==================== multi_clock_divider
[config.mk]
export PLATFORM = sky130hd
export DESIGN_NAME = multi_clock_divider
export DESIGN_NICKNAME = d
export VERILOG_FILES = /design/src/rtl/multi_clock_divider.sv
export SDC_FILE = /design/constraint.sdc
export NUM_CORES = 1
export LEC_CHECK = 0
export CAP_MARGIN = 20
export CORE_MARGIN = 1.5
export CORE_UTILIZATION = 50
export DETAILED_ROUTE_END_ITERATION = 10
export GPL_ROUTABILITY_DRIVEN = 1
export GPL_TIMING_DRIVEN = 0
export PLACE_DENSITY = 0.72
export SLEW_MARGIN = 20
export SYNTH_ARGS = -nofsm -noshare
export SYNTH_HDL_FRONTEND = slang
export SYNTH_SLANG_ARGS = --single-unit
[constraint.sdc]
create_clock -name clk -period 5.8 [get_ports clk]
set_input_delay 1.16 -clock clk [delete_from_list [all_inputs] [get_ports clk]]
set_output_delay 1.16 -clock clk [all_outputs]
set_load 0.02 [all_outputs]
[src/rtl/multi_clock_divider.sv]
// multi_clock_divider
//   CHANNELS independent programmable clock dividers sharing one system clock.
//   Each channel produces a registered divided clock (period D, high time H),
//   a one-cycle tick on the first cycle of every period, and an active flag.
//   Divisor and high-count are captured into shadow registers only at a
//   period start, so mid-period input changes never glitch the output.
//
// Ports:
//   clk        in   system clock, all logic on the rising edge
//   rst_n      in   asynchronous active-low reset
//   en         in   [CHANNELS]        per-channel run enable
//   sync       in   1-cycle pulse restarting every running channel at count 0
//   divisor    in   [CHANNELS*WIDTH]  period D per channel, ch i at [i*WIDTH +: WIDTH]
//   high_count in   [CHANNELS*WIDTH]  high time H per channel, same packing
//   clk_out    out  [CHANNELS]        registered divided clocks
//   tick       out  [CHANNELS]        registered period-start pulse
//   active     out  [CHANNELS]        channel is running
module multi_clock_divider #(
  parameter int CHANNELS = 4,
  parameter int WIDTH    = 28
) (
  input  logic                      clk,
  input  logic                      rst_n,
  input  logic [CHANNELS-1:0]       en,
  input  logic                      sync,
  input  logic [CHANNELS*WIDTH-1:0] divisor,
  input  logic [CHANNELS*WIDTH-1:0] high_count,
  output logic [CHANNELS-1:0]       clk_out,
  output logic [CHANNELS-1:0]       tick,
  output logic [CHANNELS-1:0]       active
);

  typedef enum logic {
    IDLE = 1'b0,
    RUN  = 1'b1
  } state_t;

  for (genvar g = 0; g < CHANNELS; g++) begin : g_ch
    state_t           state;
    logic [WIDTH-1:0] cnt;
    logic [WIDTH-1:0] ds;
    logic [WIDTH-1:0] hs;
    logic             clk_r;
    logic             tick_r;
    logic [WIDTH-1:0] d_in;
    logic [WIDTH-1:0] h_in;
    logic [WIDTH-1:0] cnt_inc;
    logic             last;

    assign d_in    = divisor[g*WIDTH +: WIDTH];
    assign h_in    = high_count[g*WIDTH +: WIDTH];
    // cnt stays <= ds-1 <= 2^WIDTH-2, so the increment cannot wrap.
    assign cnt_inc = cnt + WIDTH'(1);
    assign last    = (cnt == ds - WIDTH'(1));

    always_ff @(posedge clk or negedge rst_n) begin
      if (!rst_n) begin
        state  <= IDLE;
        cnt    <= '0;
        ds     <= '0;
        hs     <= '0;
        clk_r  <= 1'b0;
        tick_r <= 1'b0;
      end else begin
        case (state)
          IDLE: begin
            cnt <= '0;
            if (en[g] && (d_in != '0)) begin
              state  <= RUN;
              ds     <= d_in;
              hs     <= h_in;
              tick_r <= 1'b1;
              clk_r  <= (h_in != '0);
            end else begin
              tick_r <= 1'b0;
              clk_r  <= 1'b0;
            end
          end
          RUN: begin
            if (!en[g]) begin
              // Disable wins over sync and boundary: truncate the period.
              state  <= IDLE;
              cnt    <= '0;
              tick_r <= 1'b0;
              clk_r  <= 1'b0;
            end else if (sync || last) begin
              // Period start: the only place new settings are captured.
              // A zero divisor here parks the channel rather than running
              // with an unreachable terminal count.
              ds  <= d_in;
              hs  <= h_in;
              cnt <= '0;
              if (d_in == '0) begin
                state  <= IDLE;
                tick_r <= 1'b0;
                clk_r  <= 1'b0;
              end else begin
                tick_r <= 1'b1;
                clk_r  <= (h_in != '0);
              end
            end else begin
              cnt    <= cnt_inc;
              tick_r <= 1'b0;
              clk_r  <= (cnt_inc < hs);
            end
          end
          default: begin
            state  <= IDLE;
            cnt    <= '0;
            tick_r <= 1'b0;
            clk_r  <= 1'b0;
          end
        endcase
      end
    end

    assign clk_out[g] = clk_r;
    assign tick[g]    = tick_r;
    assign active[g]  = (state == RUN);
  end

endmodule

==================== hive_pc_ring
File: config.mk
export PLATFORM = sky130hd
export DESIGN_NAME = hive_pc_ring
export DESIGN_NICKNAME = d
export VERILOG_FILES = /design/src/rtl/hive_pc_ring.sv
export SDC_FILE = /design/constraint.sdc
export NUM_CORES = 1
export LEC_CHECK = 0
export ABC_AREA = 1
export CAP_MARGIN = 30
export CORE_ASPECT_RATIO = 0.8
export CORE_MARGIN = 4
export CORE_UTILIZATION = 50
export DETAILED_ROUTE_END_ITERATION = 6
export MAX_ROUTING_LAYER = met4
export PLACE_DENSITY = 0.72
export SLEW_MARGIN = 20
export SYNTH_ARGS = -nofsm -noshare
export SYNTH_HDL_FRONTEND = slang
export SYNTH_SLANG_ARGS = --single-unit
File: constraint.sdc
create_clock -name clk_i -period 3.7 [get_ports clk_i]
set_clock_uncertainty 0.2 [all_clocks]
set_input_delay 1.11 -clock clk_i [delete_from_list [all_inputs] [get_ports clk_i]]
set_output_delay 1.11 -clock clk_i [all_outputs]
set_load 0.02 [all_outputs]
File: src/rtl/hive_pc_ring.sv
// Per-thread PC engine for the hive control ring: a two-stage update pipe
// commits each thread's next PC and irq state, and a round-robin fetch reads the PC array.
module hive_pc_ring #(
    parameter int THRD_W   = 3,
    parameter int PC_W     = 16,
    parameter int LEN_W    = 3,
    parameter int CLT_BASE = 'h0000,
    parameter int IRQ_BASE = 'h0040,
    parameter int VECT_SH  = 2
) (
    input  logic                  clk_i,
    input  logic                  rst_n_i,
    input  logic                  vld_i,
    input  logic [THRD_W-1:0]     thd_i,
    input  logic [PC_W-1:0]       pc_i,
    input  logic                  clt_i,
    input  logic                  irq_i,
    input  logic                  irt_i,
    input  logic                  cnd_i,
    input  logic                  jmp_i,
    input  logic                  gto_i,
    input  logic [LEN_W-1:0]      len_i,
    input  logic                  imad_i,
    input  logic [PC_W-1:0]       im_pc_i,
    input  logic [PC_W-1:0]       b_i,
    input  logic                  flg_i,
    output logic [PC_W-1:0]       pc_o,
    output logic [THRD_W-1:0]     thd_o,
    output logic                  upd_vld_o,
    output logic [THRD_W-1:0]     upd_thd_o,
    output logic [PC_W-1:0]       rtn_o,
    output logic [(1<<THRD_W)-1:0] irq_act_o
);
    localparam int THRDS = 1 << THRD_W;

    typedef struct packed {
        logic [THRD_W-1:0] thd;
        logic [PC_W-1:0]   pc;
        logic              clt;
        logic              irq;
        logic              irt;
        logic              cnd;
        logic              jmp;
        logic              gto;
        logic [LEN_W-1:0]  len;
        logic              imad;
        logic [PC_W-1:0]   im_pc;
        logic [PC_W-1:0]   b;
        logic              flg;
    } bnd_t;

    bnd_t              s1;
    logic [2:1]        vld_pipe;
    logic [PC_W-1:0]   pc_q     [THRDS];
    logic [PC_W-1:0]   irq_pc_q [THRDS];
    logic [THRDS-1:0]  irq_act;
    logic [THRD_W-1:0] fth;

    logic [PC_W-1:0]   seq, off, vec_c, vec_i, nxt;
    logic              act_cur, act_nxt, irq_pc_we, taken;

    assign upd_vld_o = vld_pipe[2];
    assign irq_act_o = irq_act;

    // Stage-2 next-PC resolution, priority clt > irq > irt > gto > jmp > seq
    always_comb begin
        seq       = s1.pc + PC_W'(s1.len);
        off       = s1.imad ? s1.im_pc : s1.b;
        vec_c     = PC_W'(CLT_BASE) + (PC_W'(s1.thd) << VECT_SH);
        vec_i     = PC_W'(IRQ_BASE) + (PC_W'(s1.thd) << VECT_SH);
        act_cur   = irq_act[s1.thd];
        taken     = !s1.cnd || s1.flg;
        nxt       = seq;
        act_nxt   = act_cur;
        irq_pc_we = 1'b0;
        if (s1.clt) begin
            nxt     = vec_c;
            act_nxt = 1'b0;
        end else if (s1.irq) begin
            // A nested irq is dropped; the decoder's len=0 makes the thread re-execute
            if (!act_cur) begin
                nxt       = vec_i;
                act_nxt   = 1'b1;
                irq_pc_we = 1'b1;
            end
        end else if (s1.irt && act_cur) begin
            nxt     = irq_pc_q[s1.thd];
            act_nxt = 1'b0;
        end else if (s1.irt || s1.gto) begin
            nxt = s1.b;
        end else if (s1.jmp && taken) begin
            nxt = seq + off;
        end
    end

    always_ff @(posedge clk_i) begin
        if (!rst_n_i) begin
            for (int t = 0; t < THRDS; t++) begin
                pc_q[t]     <= PC_W'(CLT_BASE) + (PC_W'(t) << VECT_SH);
                irq_pc_q[t] <= '0;
            end
            irq_act   <= '0;
            fth       <= '0;
            vld_pipe  <= '0;
            s1        <= '0;
            pc_o      <= '0;
            thd_o     <= '0;
            upd_thd_o <= '0;
            rtn_o     <= '0;
        end else begin
            vld_pipe <= {vld_pipe[1], vld_i};
            if (vld_i)
                s1 <= '{thd: thd_i, pc: pc_i, clt: clt_i, irq: irq_i, irt: irt_i,
                        cnd: cnd_i, jmp: jmp_i, gto: gto_i, len: len_i, imad: imad_i,
                        im_pc: im_pc_i, b: b_i, flg: flg_i};
            if (vld_pipe[1]) begin
                pc_q[s1.thd]    <= nxt;
                irq_act[s1.thd] <= act_nxt;
                if (irq_pc_we)
                    irq_pc_q[s1.thd] <= s1.pc;
                upd_thd_o <= s1.thd;
                rtn_o     <= seq;
            end
            // Fetch sees a same-edge commit to its thread through the bypass
            fth   <= fth + 1'b1;
            thd_o <= fth;
            pc_o  <= (vld_pipe[1] && s1.thd == fth) ? nxt : pc_q[fth];
        end
    end
endmodule

==================== interrupt_controller_flat
==> config.mk <==
export PLATFORM = sky130hd
export DESIGN_NAME = interrupt_controller_flat
export DESIGN_NICKNAME = d
export VERILOG_FILES = /design/src/rtl/intc_pkg.sv /design/src/rtl/interrupt_controller_if.sv /design/src/rtl/int_edge_detect.sv /design/src/rtl/interrupt_controller.sv /design/src/flat_wrapper.sv
export SDC_FILE = /design/constraint.sdc
export NUM_CORES = 1
export LEC_CHECK = 0
export CAP_MARGIN = 40
export CORE_MARGIN = 3
export CORE_UTILIZATION = 45
export DETAILED_ROUTE_END_ITERATION = 10
export PLACE_DENSITY = 0.84
export SKIP_CTS_REPAIR_TIMING = 1
export SLEW_MARGIN = 0
export SYNTH_ARGS = -nofsm -noshare
export SYNTH_HDL_FRONTEND = slang
export SYNTH_SLANG_ARGS = --single-unit
==> constraint.sdc <==
create_clock -name clk -period 3.5 [get_ports clk]
set_input_delay 0.35 -clock clk [delete_from_list [all_inputs] [get_ports clk]]
set_output_delay 0.35 -clock clk [all_outputs]
set_load 0.005 [all_outputs]
==> src/rtl/intc_pkg.sv <==
// rtl/intc_pkg.sv - INTCON bit positions, FSM encoding and pending-interrupt helper
package intc_pkg;

  localparam int GIE_BIT  = 7;
  localparam int PEIE_BIT = 6;
  localparam int T0IE_BIT = 5;
  localparam int INTE_BIT = 4;
  localparam int RBIE_BIT = 3;
  localparam int T0IF_BIT = 2;
  localparam int INTF_BIT = 1;
  localparam int RBIF_BIT = 0;

  typedef enum logic [1:0] {
    ST_IDLE    = 2'd0,
    ST_REQ     = 2'd1,
    ST_SERVICE = 2'd2
  } intc_state_t;

  // periph_hit is the OR-reduced PIE1 & PIR1 vector, so this stays width-independent
  function automatic logic pend_calc(input logic [7:0] intcon, input logic periph_hit);
    return (intcon[T0IE_BIT] & intcon[T0IF_BIT]) |
           (intcon[INTE_BIT] & intcon[INTF_BIT]) |
           (intcon[RBIE_BIT] & intcon[RBIF_BIT]) |
           (intcon[PEIE_BIT] & periph_hit);
  endfunction

endpackage

==> src/rtl/interrupt_controller_if.sv <==
// rtl/interrupt_controller_if.sv - SFR write bus and core interrupt handshake
interface interrupt_controller_if #(
  parameter int PIE_WIDTH = 8
);
  logic                 intcon_wr_en;
  logic                 pie1_wr_en;
  logic [7:0]           d;
  logic [7:0]           intcon_q;
  logic [PIE_WIDTH-1:0] pie1_q;
  logic                 irq_ack;
  logic                 retfie;
  logic                 irq_req;
  logic                 wake;

  // core side: issues SFR writes and vector/return events
  modport master (
    output intcon_wr_en, pie1_wr_en, d, irq_ack, retfie,
    input  intcon_q, pie1_q, irq_req, wake
  );

  // controller side
  modport slave (
    input  intcon_wr_en, pie1_wr_en, d, irq_ack, retfie,
    output intcon_q, pie1_q, irq_req, wake
  );
endinterface

==> src/rtl/int_edge_detect.sv <==
// rtl/int_edge_detect.sv - synchronise RB0/INT pin and produce a selected-edge pulse
module int_edge_detect (
  input  logic clk,
  input  logic rst,
  input  logic pin,
  input  logic intedg,
  output logic edge_pulse
);

  logic sync0;
  logic sync1;
  logic prev;

  // two-flop synchroniser for the asynchronous pin, plus one history stage
  always_ff @(posedge clk) begin
    if (rst) begin
      sync0 <= 1'b0;
      sync1 <= 1'b0;
      prev  <= 1'b0;
    end else begin
      sync0 <= pin;
      sync1 <= sync0;
      prev  <= sync1;
    end
  end

  // intedg picks rising (1) or falling (0); a mid-stream intedg flip may give one extra pulse
  always_comb begin
    edge_pulse = intedg ? (sync1 & ~prev) : (~sync1 & prev);
  end

endmodule

==> src/rtl/interrupt_controller.sv <==
// rtl/interrupt_controller.sv - INTCON/PIE1 registers, pending logic and GIE request FSM
module interrupt_controller
  import intc_pkg::*;
#(
  parameter int                   PIE_WIDTH    = 8,
  parameter logic [7:0]           INTCON_RESET = 8'h00,
  parameter logic [PIE_WIDTH-1:0] PIE1_RESET   = '0
) (
  input  logic                     clk,
  input  logic                     rst,
  interrupt_controller_if.slave    bus,
  input  logic [PIE_WIDTH-1:0]     pir1_q,
  input  logic                     t0_ovf_strobe,
  input  logic                     rb_chg_strobe,
  input  logic                     int_pin,
  input  logic                     intedg
);

  intc_state_t          state;
  logic [7:0]           intcon_r;
  logic [PIE_WIDTH-1:0] pie1_r;
  logic                 irq_req_r;
  logic [7:0]           intcon_nxt;
  logic [PIE_WIDTH-1:0] pie1_nxt;
  logic                 int_edge;
  logic                 pend;
  logic                 pend_nxt;

  int_edge_detect u_edge (
    .clk        (clk),
    .rst        (rst),
    .pin        (int_pin),
    .intedg     (intedg),
    .edge_pulse (int_edge)
  );

  // next register values: SFR write, then source pulses win over flag clears, then GIE events
  always_comb begin
    intcon_nxt = intcon_r;
    pie1_nxt   = pie1_r;
    if (bus.intcon_wr_en) intcon_nxt = bus.d;
    if (bus.pie1_wr_en)   pie1_nxt   = bus.d[PIE_WIDTH-1:0];
    if (t0_ovf_strobe)    intcon_nxt[T0IF_BIT] = 1'b1;
    if (int_edge)         intcon_nxt[INTF_BIT] = 1'b1;
    if (rb_chg_strobe)    intcon_nxt[RBIF_BIT] = 1'b1;
    if (state == ST_REQ && bus.irq_ack)
      intcon_nxt[GIE_BIT] = 1'b0;
    else if (state == ST_SERVICE && bus.retfie)
      intcon_nxt[GIE_BIT] = 1'b1;
  end

  // pending now (drives wake and IDLE request) and as of next edge (drives REQ retraction)
  always_comb begin
    pend     = pend_calc(intcon_r, |(pie1_r & pir1_q));
    pend_nxt = pend_calc(intcon_nxt, |(pie1_nxt & pir1_q));
  end

  // SFR registers and request FSM with registered irq_req
  always_ff @(posedge clk) begin
    if (rst) begin
      intcon_r  <= INTCON_RESET;
      pie1_r    <= PIE1_RESET;
      irq_req_r <= 1'b0;
      state     <= ST_IDLE;
    end else begin
      intcon_r <= intcon_nxt;
      pie1_r   <= pie1_nxt;
      case (state)
        ST_IDLE: begin
          if (intcon_r[GIE_BIT] && pend) begin
            state     <= ST_REQ;
            irq_req_r <= 1'b1;
          end
        end
        ST_REQ: begin
          if (bus.irq_ack) begin
            state     <= ST_SERVICE;
            irq_req_r <= 1'b0;
          end else if (!(intcon_nxt[GIE_BIT] && pend_nxt)) begin
            state     <= ST_IDLE;
            irq_req_r <= 1'b0;
          end
        end
        ST_SERVICE: begin
          irq_req_r <= 1'b0;
          if (bus.retfie) state <= ST_IDLE;
        end
        default: begin
          state     <= ST_IDLE;
          irq_req_r <= 1'b0;
        end
      endcase
    end
  end

  // register outputs onto the bus
  always_comb begin
    bus.intcon_q = intcon_r;
    bus.pie1_q   = pie1_r;
    bus.irq_req  = irq_req_r;
    bus.wake     = pend;
  end

endmodule
==> src/flat_wrapper.sv <==
// flat-port wrapper written by rule: the top's interface ports become plain ports
module interrupt_controller_flat import intc_pkg::*;
#(
  parameter int                   PIE_WIDTH    = 8,
  parameter logic [7:0]           INTCON_RESET = 8'h00,
  parameter logic [PIE_WIDTH-1:0] PIE1_RESET   = '0
)
  (clk, rst, pir1_q, t0_ovf_strobe, rb_chg_strobe, int_pin, intedg, bus_intcon_wr_en, bus_pie1_wr_en, bus_d, bus_irq_ack, bus_retfie, bus_intcon_q, bus_pie1_q, bus_irq_req, bus_wake);
  interrupt_controller_if #(.PIE_WIDTH(PIE_WIDTH)) bus_i ();
  input  logic clk;
  input  logic rst;
  input  logic [PIE_WIDTH-1:0] pir1_q;
  input  logic t0_ovf_strobe;
  input  logic rb_chg_strobe;
  input  logic int_pin;
  input  logic intedg;
  input wire logic [$bits(bus_i.intcon_wr_en)-1:0] bus_intcon_wr_en;
  input wire logic [$bits(bus_i.pie1_wr_en)-1:0] bus_pie1_wr_en;
  input wire logic [$bits(bus_i.d)-1:0] bus_d;
  input wire logic [$bits(bus_i.irq_ack)-1:0] bus_irq_ack;
  input wire logic [$bits(bus_i.retfie)-1:0] bus_retfie;
  output wire logic [$bits(bus_i.intcon_q)-1:0] bus_intcon_q;
  output wire logic [$bits(bus_i.pie1_q)-1:0] bus_pie1_q;
  output wire logic [$bits(bus_i.irq_req)-1:0] bus_irq_req;
  output wire logic [$bits(bus_i.wake)-1:0] bus_wake;
  assign bus_i.intcon_wr_en = bus_intcon_wr_en;
  assign bus_i.pie1_wr_en = bus_pie1_wr_en;
  assign bus_i.d = bus_d;
  assign bus_i.irq_ack = bus_irq_ack;
  assign bus_i.retfie = bus_retfie;
  assign bus_intcon_q = bus_i.intcon_q;
  assign bus_pie1_q = bus_i.pie1_q;
  assign bus_irq_req = bus_i.irq_req;
  assign bus_wake = bus_i.wake;
  interrupt_controller #(.PIE_WIDTH(PIE_WIDTH), .INTCON_RESET(INTCON_RESET), .PIE1_RESET(PIE1_RESET)) u_core (.clk(clk), .rst(rst), .bus(bus_i), .pir1_q(pir1_q), .t0_ovf_strobe(t0_ovf_strobe), .rb_chg_strobe(rb_chg_strobe), .int_pin(int_pin), .intedg(intedg));
endmodule
==================== vm2002_change_dispenser_flat
--- src/rtl/vm2002_change_dispenser_if.sv ---
// Change-request, coin-eject, restock and status signals of the vm2002 change dispenser.
// The slave modport is the dispenser; the master modport is the vending FSM / coin mechanism side.
interface vm2002_change_dispenser_if;
  logic       change_valid;
  logic [7:0] change_amount;
  logic       change_ready;
  logic       coin_valid;
  logic [1:0] coin_type;
  logic       coin_ready;
  logic       change_done;
  logic       change_err;
  logic       restock_coins;
  logic [7:0] restock_q;
  logic [7:0] restock_d;
  logic [7:0] restock_n;
  logic       low_coin;

  modport slave (
    input  change_valid, change_amount, coin_ready,
           restock_coins, restock_q, restock_d, restock_n,
    output change_ready, coin_valid, coin_type, change_done, change_err, low_coin
  );

  modport master (
    output change_valid, change_amount, coin_ready,
           restock_coins, restock_q, restock_d, restock_n,
    input  change_ready, coin_valid, coin_type, change_done, change_err, low_coin
  );
endinterface

--- src/rtl/vm2002_change_dispenser.sv ---
// Greedy change dispenser: quarters, then dimes, then nickels, one coin per valid/ready handshake.
// VM2002_COIN_INVENTORY_EN enables tube inventory, restock, shortfall errors and low_coin.
module vm2002_change_dispenser #(
  parameter int INIT_QUARTERS = 8,
  parameter int INIT_DIMES    = 8,
  parameter int INIT_NICKELS  = 8
) (
  input  logic                            clk,
  input  logic                            rst_n,
  vm2002_change_dispenser_if.slave        cd
);

  localparam logic [2:0] ST_IDLE     = 3'd0;
  localparam logic [2:0] ST_CHECK    = 3'd1;
  localparam logic [2:0] ST_DISPENSE = 3'd2;
  localparam logic [2:0] ST_DONE     = 3'd3;
  localparam logic [2:0] ST_ERROR    = 3'd4;

  localparam logic [1:0] COIN_NICKEL  = 2'd1;
  localparam logic [1:0] COIN_DIME    = 2'd2;
  localparam logic [1:0] COIN_QUARTER = 2'd3;

`ifdef VM2002_COIN_INVENTORY_EN
  localparam logic [7:0] INIT_Q   = 8'(INIT_QUARTERS);
  localparam logic [7:0] INIT_D   = 8'(INIT_DIMES);
  localparam logic [7:0] INIT_N   = 8'(INIT_NICKELS);
  localparam logic       INIT_LOW = (INIT_QUARTERS < 2) || (INIT_DIMES < 2) || (INIT_NICKELS < 2);
`else
  localparam logic       INIT_LOW = 1'b0;
  localparam int         unused_init = INIT_QUARTERS + INIT_DIMES + INIT_NICKELS;
`endif

  logic [2:0] state_reg, state_next;
  logic [7:0] amount_reg, amount_next;
  logic [7:0] q_plan_reg, q_plan_next;
  logic [7:0] d_plan_reg, d_plan_next;
  logic [7:0] n_plan_reg, n_plan_next;

  logic       change_ready_reg, coin_valid_reg, change_done_reg, change_err_reg, low_coin_reg;
  logic [1:0] coin_type_reg, coin_type_next;
  logic       low_coin_next;

`ifdef VM2002_COIN_INVENTORY_EN
  logic [7:0] q_cnt_reg, q_cnt_next;
  logic [7:0] d_cnt_reg, d_cnt_next;
  logic [7:0] n_cnt_reg, n_cnt_next;
`else
  logic       unused_restock;
  assign unused_restock = ^{cd.restock_coins, cd.restock_q, cd.restock_d, cd.restock_n};
`endif

  // Greedy plan for the latched amount; the min() against tube counts only exists with inventory.
  logic [7:0] q_want, q_take, r1, d_want, d_take, r2, n_want, n_take, r3;
  logic       bad_multiple;

  always_comb begin
    bad_multiple = (amount_reg % 8'd5) != 8'd0;
    q_want = amount_reg / 8'd25;
`ifdef VM2002_COIN_INVENTORY_EN
    q_take = (q_want < q_cnt_reg) ? q_want : q_cnt_reg;
`else
    q_take = q_want;
`endif
    r1     = amount_reg - 8'd25 * q_take;
    d_want = r1 / 8'd10;
`ifdef VM2002_COIN_INVENTORY_EN
    d_take = (d_want < d_cnt_reg) ? d_want : d_cnt_reg;
`else
    d_take = d_want;
`endif
    r2     = r1 - 8'd10 * d_take;
    n_want = r2 / 8'd5;
`ifdef VM2002_COIN_INVENTORY_EN
    n_take = (n_want < n_cnt_reg) ? n_want : n_cnt_reg;
`else
    n_take = n_want;
`endif
    r3     = r2 - 8'd5 * n_take;
  end

  always_comb begin
    state_next  = state_reg;
    amount_next = amount_reg;
    q_plan_next = q_plan_reg;
    d_plan_next = d_plan_reg;
    n_plan_next = n_plan_reg;
`ifdef VM2002_COIN_INVENTORY_EN
    q_cnt_next  = q_cnt_reg;
    d_cnt_next  = d_cnt_reg;
    n_cnt_next  = n_cnt_reg;
`endif
    case (state_reg)
      ST_IDLE: begin
`ifdef VM2002_COIN_INVENTORY_EN
        if (cd.restock_coins) begin
          q_cnt_next = cd.restock_q;
          d_cnt_next = cd.restock_d;
          n_cnt_next = cd.restock_n;
        end
`endif
        if (cd.change_valid && change_ready_reg) begin
          amount_next = cd.change_amount;
          state_next  = ST_CHECK;
        end
      end
      ST_CHECK: begin
        if (bad_multiple || (r3 != 8'd0)) begin
          state_next = ST_ERROR;
        end else begin
          q_plan_next = q_take;
          d_plan_next = d_take;
          n_plan_next = n_take;
          state_next  = ((q_take | d_take | n_take) == 8'd0) ? ST_DONE : ST_DISPENSE;
        end
      end
      ST_DISPENSE: begin
        if (coin_valid_reg && cd.coin_ready) begin
          case (coin_type_reg)
            COIN_QUARTER: begin
              q_plan_next = q_plan_reg - 8'd1;
`ifdef VM2002_COIN_INVENTORY_EN
              q_cnt_next  = q_cnt_reg - 8'd1;
`endif
            end
            COIN_DIME: begin
              d_plan_next = d_plan_reg - 8'd1;
`ifdef VM2002_COIN_INVENTORY_EN
              d_cnt_next  = d_cnt_reg - 8'd1;
`endif
            end
            default: begin
              n_plan_next = n_plan_reg - 8'd1;
`ifdef VM2002_COIN_INVENTORY_EN
              n_cnt_next  = n_cnt_reg - 8'd1;
`endif
            end
          endcase
          if ((q_plan_next | d_plan_next | n_plan_next) == 8'd0) begin
            state_next = ST_DONE;
          end
        end
      end
      ST_DONE, ST_ERROR: state_next = ST_IDLE;
      default:           state_next = ST_IDLE;
    endcase
  end

  // Outputs are decoded from the next state so every output is a plain register.
  always_comb begin
    coin_type_next = 2'b00;
    if (state_next == ST_DISPENSE) begin
      if (q_plan_next != 8'd0)      coin_type_next = COIN_QUARTER;
      else if (d_plan_next != 8'd0) coin_type_next = COIN_DIME;
      else                          coin_type_next = COIN_NICKEL;
    end
`ifdef VM2002_COIN_INVENTORY_EN
    low_coin_next = (q_cnt_next < 8'd2) || (d_cnt_next < 8'd2) || (n_cnt_next < 8'd2);
`else
    low_coin_next = 1'b0;
`endif
  end

  always_ff @(posedge clk or negedge rst_n) begin
    if (!rst_n) begin
      state_reg        <= ST_IDLE;
      amount_reg       <= 8'd0;
      q_plan_reg       <= 8'd0;
      d_plan_reg       <= 8'd0;
      n_plan_reg       <= 8'd0;
      change_ready_reg <= 1'b1;
      coin_valid_reg   <= 1'b0;
      coin_type_reg    <= 2'b00;
      change_done_reg  <= 1'b0;
      change_err_reg   <= 1'b0;
      low_coin_reg     <= INIT_LOW;
`ifdef VM2002_COIN_INVENTORY_EN
      q_cnt_reg        <= INIT_Q;
      d_cnt_reg        <= INIT_D;
      n_cnt_reg        <= INIT_N;
`endif
    end else begin
      state_reg        <= state_next;
      amount_reg       <= amount_next;
      q_plan_reg       <= q_plan_next;
      d_plan_reg       <= d_plan_next;
      n_plan_reg       <= n_plan_next;
      change_ready_reg <= (state_next == ST_IDLE);
      coin_valid_reg   <= (state_next == ST_DISPENSE);
      coin_type_reg    <= coin_type_next;
      change_done_reg  <= (state_next == ST_DONE);
      change_err_reg   <= (state_next == ST_ERROR);
      low_coin_reg     <= low_coin_next;
`ifdef VM2002_COIN_INVENTORY_EN
      q_cnt_reg        <= q_cnt_next;
      d_cnt_reg        <= d_cnt_next;
      n_cnt_reg        <= n_cnt_next;
`endif
    end
  end

  assign cd.change_ready = change_ready_reg;
  assign cd.coin_valid   = coin_valid_reg;
  assign cd.coin_type    = coin_type_reg;
  assign cd.change_done  = change_done_reg;
  assign cd.change_err   = change_err_reg;
  assign cd.low_coin     = low_coin_reg;

endmodule

--- src/flat_wrapper.sv ---
// flat-port wrapper written by rule: the top's interface ports become plain ports
module vm2002_change_dispenser_flat 
#(
  parameter int INIT_QUARTERS = 8,
  parameter int INIT_DIMES    = 8,
  parameter int INIT_NICKELS  = 8
)
  (clk, rst_n, cd_change_valid, cd_change_amount, cd_coin_ready, cd_restock_coins, cd_restock_q, cd_restock_d, cd_restock_n, cd_change_ready, cd_coin_valid, cd_coin_type, cd_change_done, cd_change_err, cd_low_coin);
  vm2002_change_dispenser_if cd_i ();
  input  logic clk;
  input  logic rst_n;
  input wire logic [$bits(cd_i.change_valid)-1:0] cd_change_valid;
  input wire logic [$bits(cd_i.change_amount)-1:0] cd_change_amount;
  input wire logic [$bits(cd_i.coin_ready)-1:0] cd_coin_ready;
  input wire logic [$bits(cd_i.restock_coins)-1:0] cd_restock_coins;
  input wire logic [$bits(cd_i.restock_q)-1:0] cd_restock_q;
  input wire logic [$bits(cd_i.restock_d)-1:0] cd_restock_d;
  input wire logic [$bits(cd_i.restock_n)-1:0] cd_restock_n;
  output wire logic [$bits(cd_i.change_ready)-1:0] cd_change_ready;
  output wire logic [$bits(cd_i.coin_valid)-1:0] cd_coin_valid;
  output wire logic [$bits(cd_i.coin_type)-1:0] cd_coin_type;
  output wire logic [$bits(cd_i.change_done)-1:0] cd_change_done;
  output wire logic [$bits(cd_i.change_err)-1:0] cd_change_err;
  output wire logic [$bits(cd_i.low_coin)-1:0] cd_low_coin;
  assign cd_i.change_valid = cd_change_valid;
  assign cd_i.change_amount = cd_change_amount;
  assign cd_i.coin_ready = cd_coin_ready;
  assign cd_i.restock_coins = cd_restock_coins;
  assign cd_i.restock_q = cd_restock_q;
  assign cd_i.restock_d = cd_restock_d;
  assign cd_i.restock_n = cd_restock_n;
  assign cd_change_ready = cd_i.change_ready;
  assign cd_coin_valid = cd_i.coin_valid;
  assign cd_coin_type = cd_i.coin_type;
  assign cd_change_done = cd_i.change_done;
  assign cd_change_err = cd_i.change_err;
  assign cd_low_coin = cd_i.low_coin;
  vm2002_change_dispenser #(.INIT_QUARTERS(INIT_QUARTERS), .INIT_DIMES(INIT_DIMES), .INIT_NICKELS(INIT_NICKELS)) u_core (.clk(clk), .rst_n(rst_n), .cd(cd_i));
endmodule
--- config.mk ---
export PLATFORM = sky130hd
export DESIGN_NAME = vm2002_change_dispenser_flat
export DESIGN_NICKNAME = d
export VERILOG_FILES = /design/src/rtl/vm2002_change_dispenser_if.sv /design/src/rtl/vm2002_change_dispenser.sv /design/src/flat_wrapper.sv
export SDC_FILE = /design/constraint.sdc
export NUM_CORES = 1
export LEC_CHECK = 0
export CAP_MARGIN = 30
export CORE_UTILIZATION = 60
export CTS_BUF_LIST = sky130_fd_sc_hd__clkbuf_2
export CTS_CLUSTER_DIAMETER = 40
export CTS_CLUSTER_SIZE = 8
export DETAILED_ROUTE_END_ITERATION = 10
export PLACE_DENSITY = 0.81
export SLEW_MARGIN = 10
export SYNTH_ARGS = -nofsm -noshare
export SYNTH_HDL_FRONTEND = slang
export SYNTH_SLANG_ARGS = --single-unit
--- constraint.sdc ---
create_clock -name clk -period 19.8 [get_ports clk]
set_clock_uncertainty 0.05 [all_clocks]
set_input_delay 5.94 -clock clk [delete_from_list [all_inputs] [get_ports clk]]
set_output_delay 5.94 -clock clk [all_outputs]
set_load 0.03 [all_outputs]
==> interrupt_controller_flat/met1.png <==
Scale: 8 px per um. Supply wires on this layer in grey.
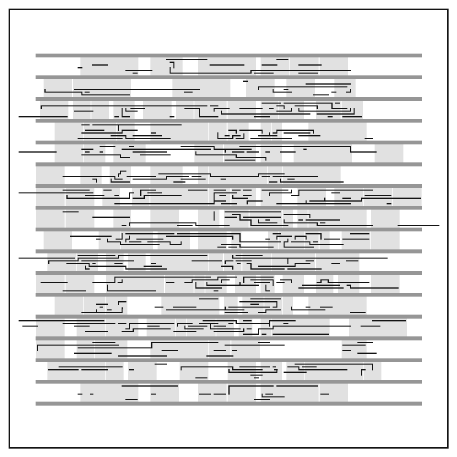
longest straight run = 20.7 um
nets with wire on the layer = 154
main direction = horizontal
Via Count: 975
DRT Wirelength: 2710 um

==> Slide: Implementation Results, interrupt_controller_flat <==
Key Metrics from the Run

Outcome
  – Outcome: finished clean

Floorplan
  – Die y size: 54.6 um
  – DIE WIDTH: 54.6 um
  – I/O pin total: 44
  – Tap Count: 27

Final layout
  – Flop share of the area: 29.0%
  – Comb/total area: 38.8%
  – Flops: 22
  – Mi-comb count: 79

Routing
  – WL met2: 1310 um
  – Highest Signal Layer: met4
  – First-pass iteration count of the detailed router: 4

Timing
  – Max Clock Freq: 0.443 GHz

Global route
  – Total track usage: 21.0%
  – First-pass GRT wire length: 4570 um
  – Vias in the first global route: 1044

Synthesis
  – Post-Syn Area per Cell: 10.0 um2
  – Post-synth seq share: 41.4%
  – Top area cell types: dfxtp_1 41%, a22oi_1 7.1%, and2_1 5.9%

Worst setup path
  – CP dominant cell by count: o221a_1
  – CP Data Arrival Time: 2.46 ns
  – Crit path DRT: 3.70 ns
  – CP peak stage delay: 0.80 ns

Clocking
  – CTS tree: done
## interrupt_controller_flat: kinds of logic after synthesis
group	synth area share [%]
multiplexers	14.7
buffers and inverters	3.29
AND-OR/OR-AND	19.5
flip-flops	41.4
AND/OR/NAND/NOR	21.2
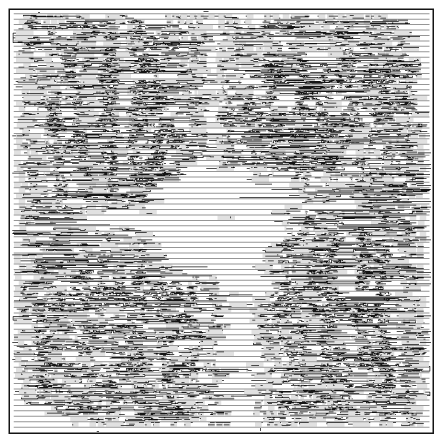
(multi_clock_divider/met1.png)
Scale: 2 px per um. Supply wires on this layer in grey.
wire length on this layer = 24.9 mm
longest straight run = 48.8 um
nets with wire on the layer = 2595
main direction = horizontal
share of all routed wire = 44%

==> Slide: Implementation Results, multi_clock_divider <==
Key Metrics from the Run

Routing
  – DRC errors left: 0
  – Met3 wire len: 2570 um
  – WL met2: 27000 um

Placement
  – Setup WS pre-CTS: 0.733 ns

Synthesis
  – Top_reg_cell synth: dfrtp_1
  – Synth Area in Simple Gates: 19.5%
  – Synth unique cells: 78
  – Top area contributor share: 40.1%
  – Flip-flops with a built-in enable: 0
  – Post-Syn Area per Cell: 10.1 um2

Timing
  – Final period util: 88.1%
  – Hold_ws: 0.501 ns
  – Minimum clock period: 5.11 ns
  – PnR worst setup slack: 0.692 ns

Final layout
  – Area grow syn2layout: 21.3%
  – Number of non-clock buffers: 329

Job
  – Log Warnings: 26

Floorplan
  – Tap Count: 585
  – Fp_density: 50.5%
  – Die y size: 211 um

Outcome
  – Outcome: finished clean

Clocking
  – CTS tree: done
  – Clk latency of the worst-skew pair: 0.57 ns
  – Clock net sink count: 348

Worst setup path
  – Kind of critical path: reg -> reg
  – CP peak stage delay: 0.67 ns
-- multi_clock_divider: worst register-to-register path, stage by stage, from the launching register on --
cell and delay (ns):
dfrtp_1 0.46, inv_1 0.09, ha_1 0.22, nor4b_1 0.57
nand4_1 0.44, nor2_1 0.37, mux2i_1 0.14, nor4_1 0.29
nand4_1 0.23, o21a_1 0.27, nor2_1 0.17, clkbuf_1 0.66
clkbuf_1 0.67, mux2_2 0.43
-- multi_clock_divider: metal layers --
metal,up-vias,GRT usage (%)
met5,-,0
met4,2,9.21
met3,117,3.44
met2,439,42.9
met1,8479,33.6
li1,8312,-
==> hive_pc_ring/met1.png <==
Scale: 2 px per um. Supply wires on this layer in grey.
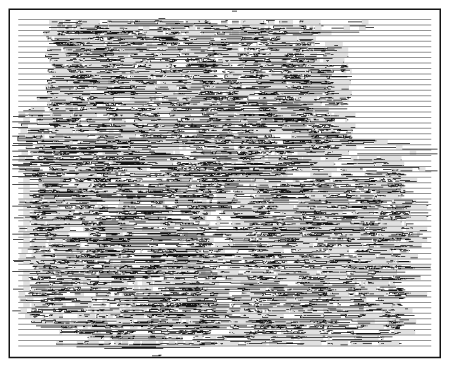
main direction = horizontal
wire length on this layer = 23.1 mm
Via Count: 15000
met1 Use GR: 42.1%
DRT Wirelength: 54400 um

==> Slide: Implementation Results, hive_pc_ring <==
Key Metrics from the Run

Timing
  – PnR worst setup slack: -0.0800 ns
  – Final setup fails: 31
  – Hold_ws: 0.268 ns

Worst setup path
  – CP Capture Point: pc_q[3][14]$_SDFFCE_PN0P_
  – FF-to-FF path depth: 28

Synthesis
  – Cell Area, Synth: 17100 um2
  – Post-synth seq share: 58.5%

Final layout
  – Comb area: 6850 um2
  – Number of non-clock buffers: 271

Clocking
  – Htree depth: 2
  – Clk latency of the worst-skew pair: 0.55 ns

Outcome
  – Violated checks: setup timing
  – Outcome: finished with violations

Worst hold path
  – Hold endpoint: s1[0]$_SDFFE_PN0P_

Routing
  – DRC errors left: 0
  – Post-detailed-route wirelength per cell: 21.2 um

Placement
  – DP Cell Count: 2461
  – Number of port buffers: 111
  – Final GP Congestion: 0.989

Global route
  – Vias in the first global route: 14100
[hive_pc_ring: per-layer routing]
layer / vias to the layer above / routed length, um
li1: 6881 / -
met1: 7096 / 23100
met2: 866 / 24000
met3: 138 / 5690
met4: 0 / 1570
met5: - / 0
[hive_pc_ring: registers in the layout, summed over array words and instances, names as in the netlist, named ones only]
| signal | count |
|---|---|
| rtn_o | 16 |
| vld_pipe | 2 |
| thd_o | 3 |
| irq_pc_q | 128 |
| irq_act_o | 8 |
| s1 | 62 |
| pc_q | 128 |
| upd_thd_o | 3 |
| fth | 3 |
| pc_o | 16 |
==> vm2002_change_dispenser_flat/port_nets.png <==
Scale: 2 px per um.
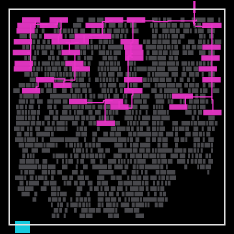
cyan -> cd_restock_d  # bits 8, direction input, end cells 0, buffers 0
magenta -> rst_n  # bits 1, direction input, end cells 41, buffers 2, wire 331 um
number of port buffers: 17
I/O pin total: 44

==> vm2002_change_dispenser_flat/density.png <==
Scale: 4 px per um. 11 x 11 tiles, from dark blue (low) to red (high), 0 to 100% covered.
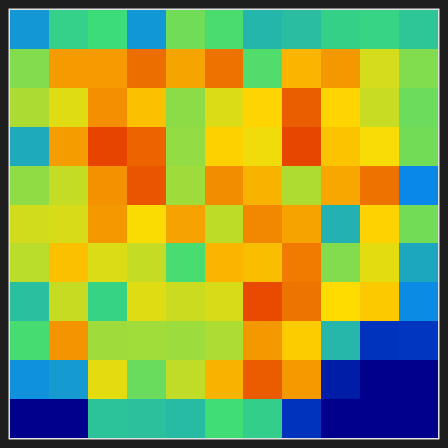
tiles over 75% full = 35%
nearly empty tiles = 5.8%
emptiest ninth of the die = lower right
fullest tile = 92%

==> Slide: Implementation Results, vm2002_change_dispenser_flat <==
Key Metrics from the Run

Clocking
  – Clk root buf: clkbuf_2
  – PostCTS Resize Cnt: 0
  – CTS tree: done
  – CTS Buf Count: 5
  – Buffer count from post-CTS setup fixing: 0

Placement
  – DP Cell Count: 1016

Final layout
  – Area grow syn2layout: 7.42%
  – Number of non-clock buffers: 42
  – Most frequent cells in the layout: 78 x nand2_1, 73 x nor2_1, 61 x inv_1, 57 x a21oi_1, 54 x ha_1
  – Clock buffer count: 5

Worst setup path
  – CP dominant cell by count: ha_1
  – Worst Path Max Fanout: 12
  – Buf/Inv on CP: 11
  – CP top delay family: AND-OR/OR-AND gates

Outcome
  – Outcome: finished clean

Synthesis
  – Yosys Chip Area: 6610 um2
  – # Cells Yosys: 883
  – Top area contributor share: 15.1%

Job
  – Max_cap viols: 0

Timing
  – Final period util: 95.0%
  – RSZ-0062 raised after global routing: no

Floorplan
  – Fp_density: 62.9%

Global route
  – Gr busiest metal: met2
  – First-pass GRT wire length: 30500 um
  – M2 GR Usage: 55.5%

Routing
  – Vias per cell: 6.80
  – DRT iter0 DRCs: 736

## Gallery

Cell classes on the final placement.
image #1
Scale: 6 px per um.
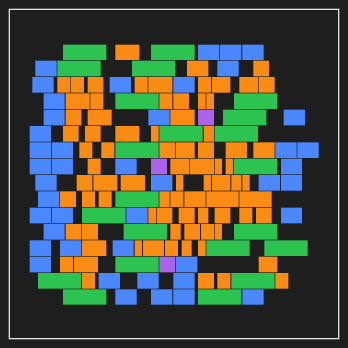
image #2
Scale: 4 px per um.
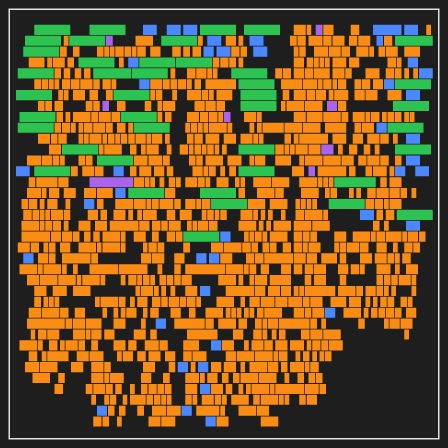
image #3
Scale: 1.5 px per um.
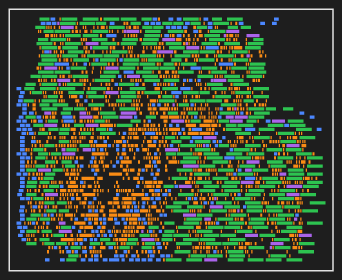
image #4
Scale: 2 px per um.
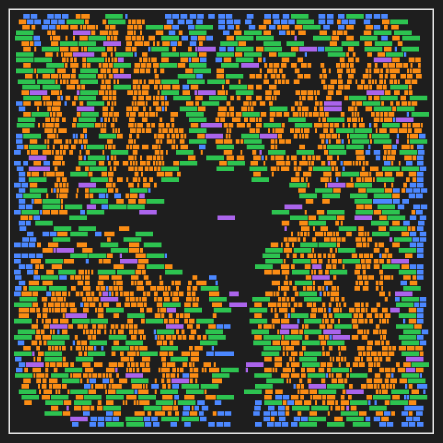
Of these, fewest cells: image #1
Of these, most cells: image #4
Image #3 comes from hive_pc_ring.
Image #1 comes from interrupt_controller_flat.
Image #2 comes from vm2002_change_dispenser_flat.
Image #4 comes from multi_clock_divider.



==> screenshots <==
Nets reached from selected ports.
shot_01.png
Scale: 1 px per um.
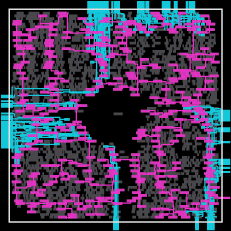
shot_02.png
Scale: 4 px per um.
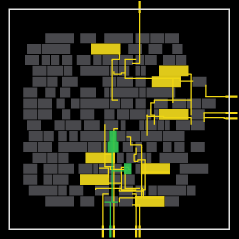
shot_03.png
Scale: 1 px per um.
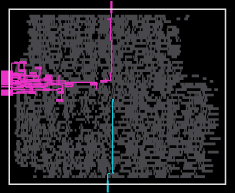
The one with the smallest die is shot_02.png.
The one with the most cells is shot_01.png.
| picture | from |
|---|---|
| shot_02.png | interrupt_controller_flat |
| shot_03.png | hive_pc_ring |
| shot_01.png | multi_clock_divider |

Key to shot_01.png:
magenta -> rst_n  # bits 1, direction input, end cells 348, buffers 4, wire 2570 um
cyan -> divisor  # bits 112, direction input, end cells 140, buffers 112, wire 4480 um

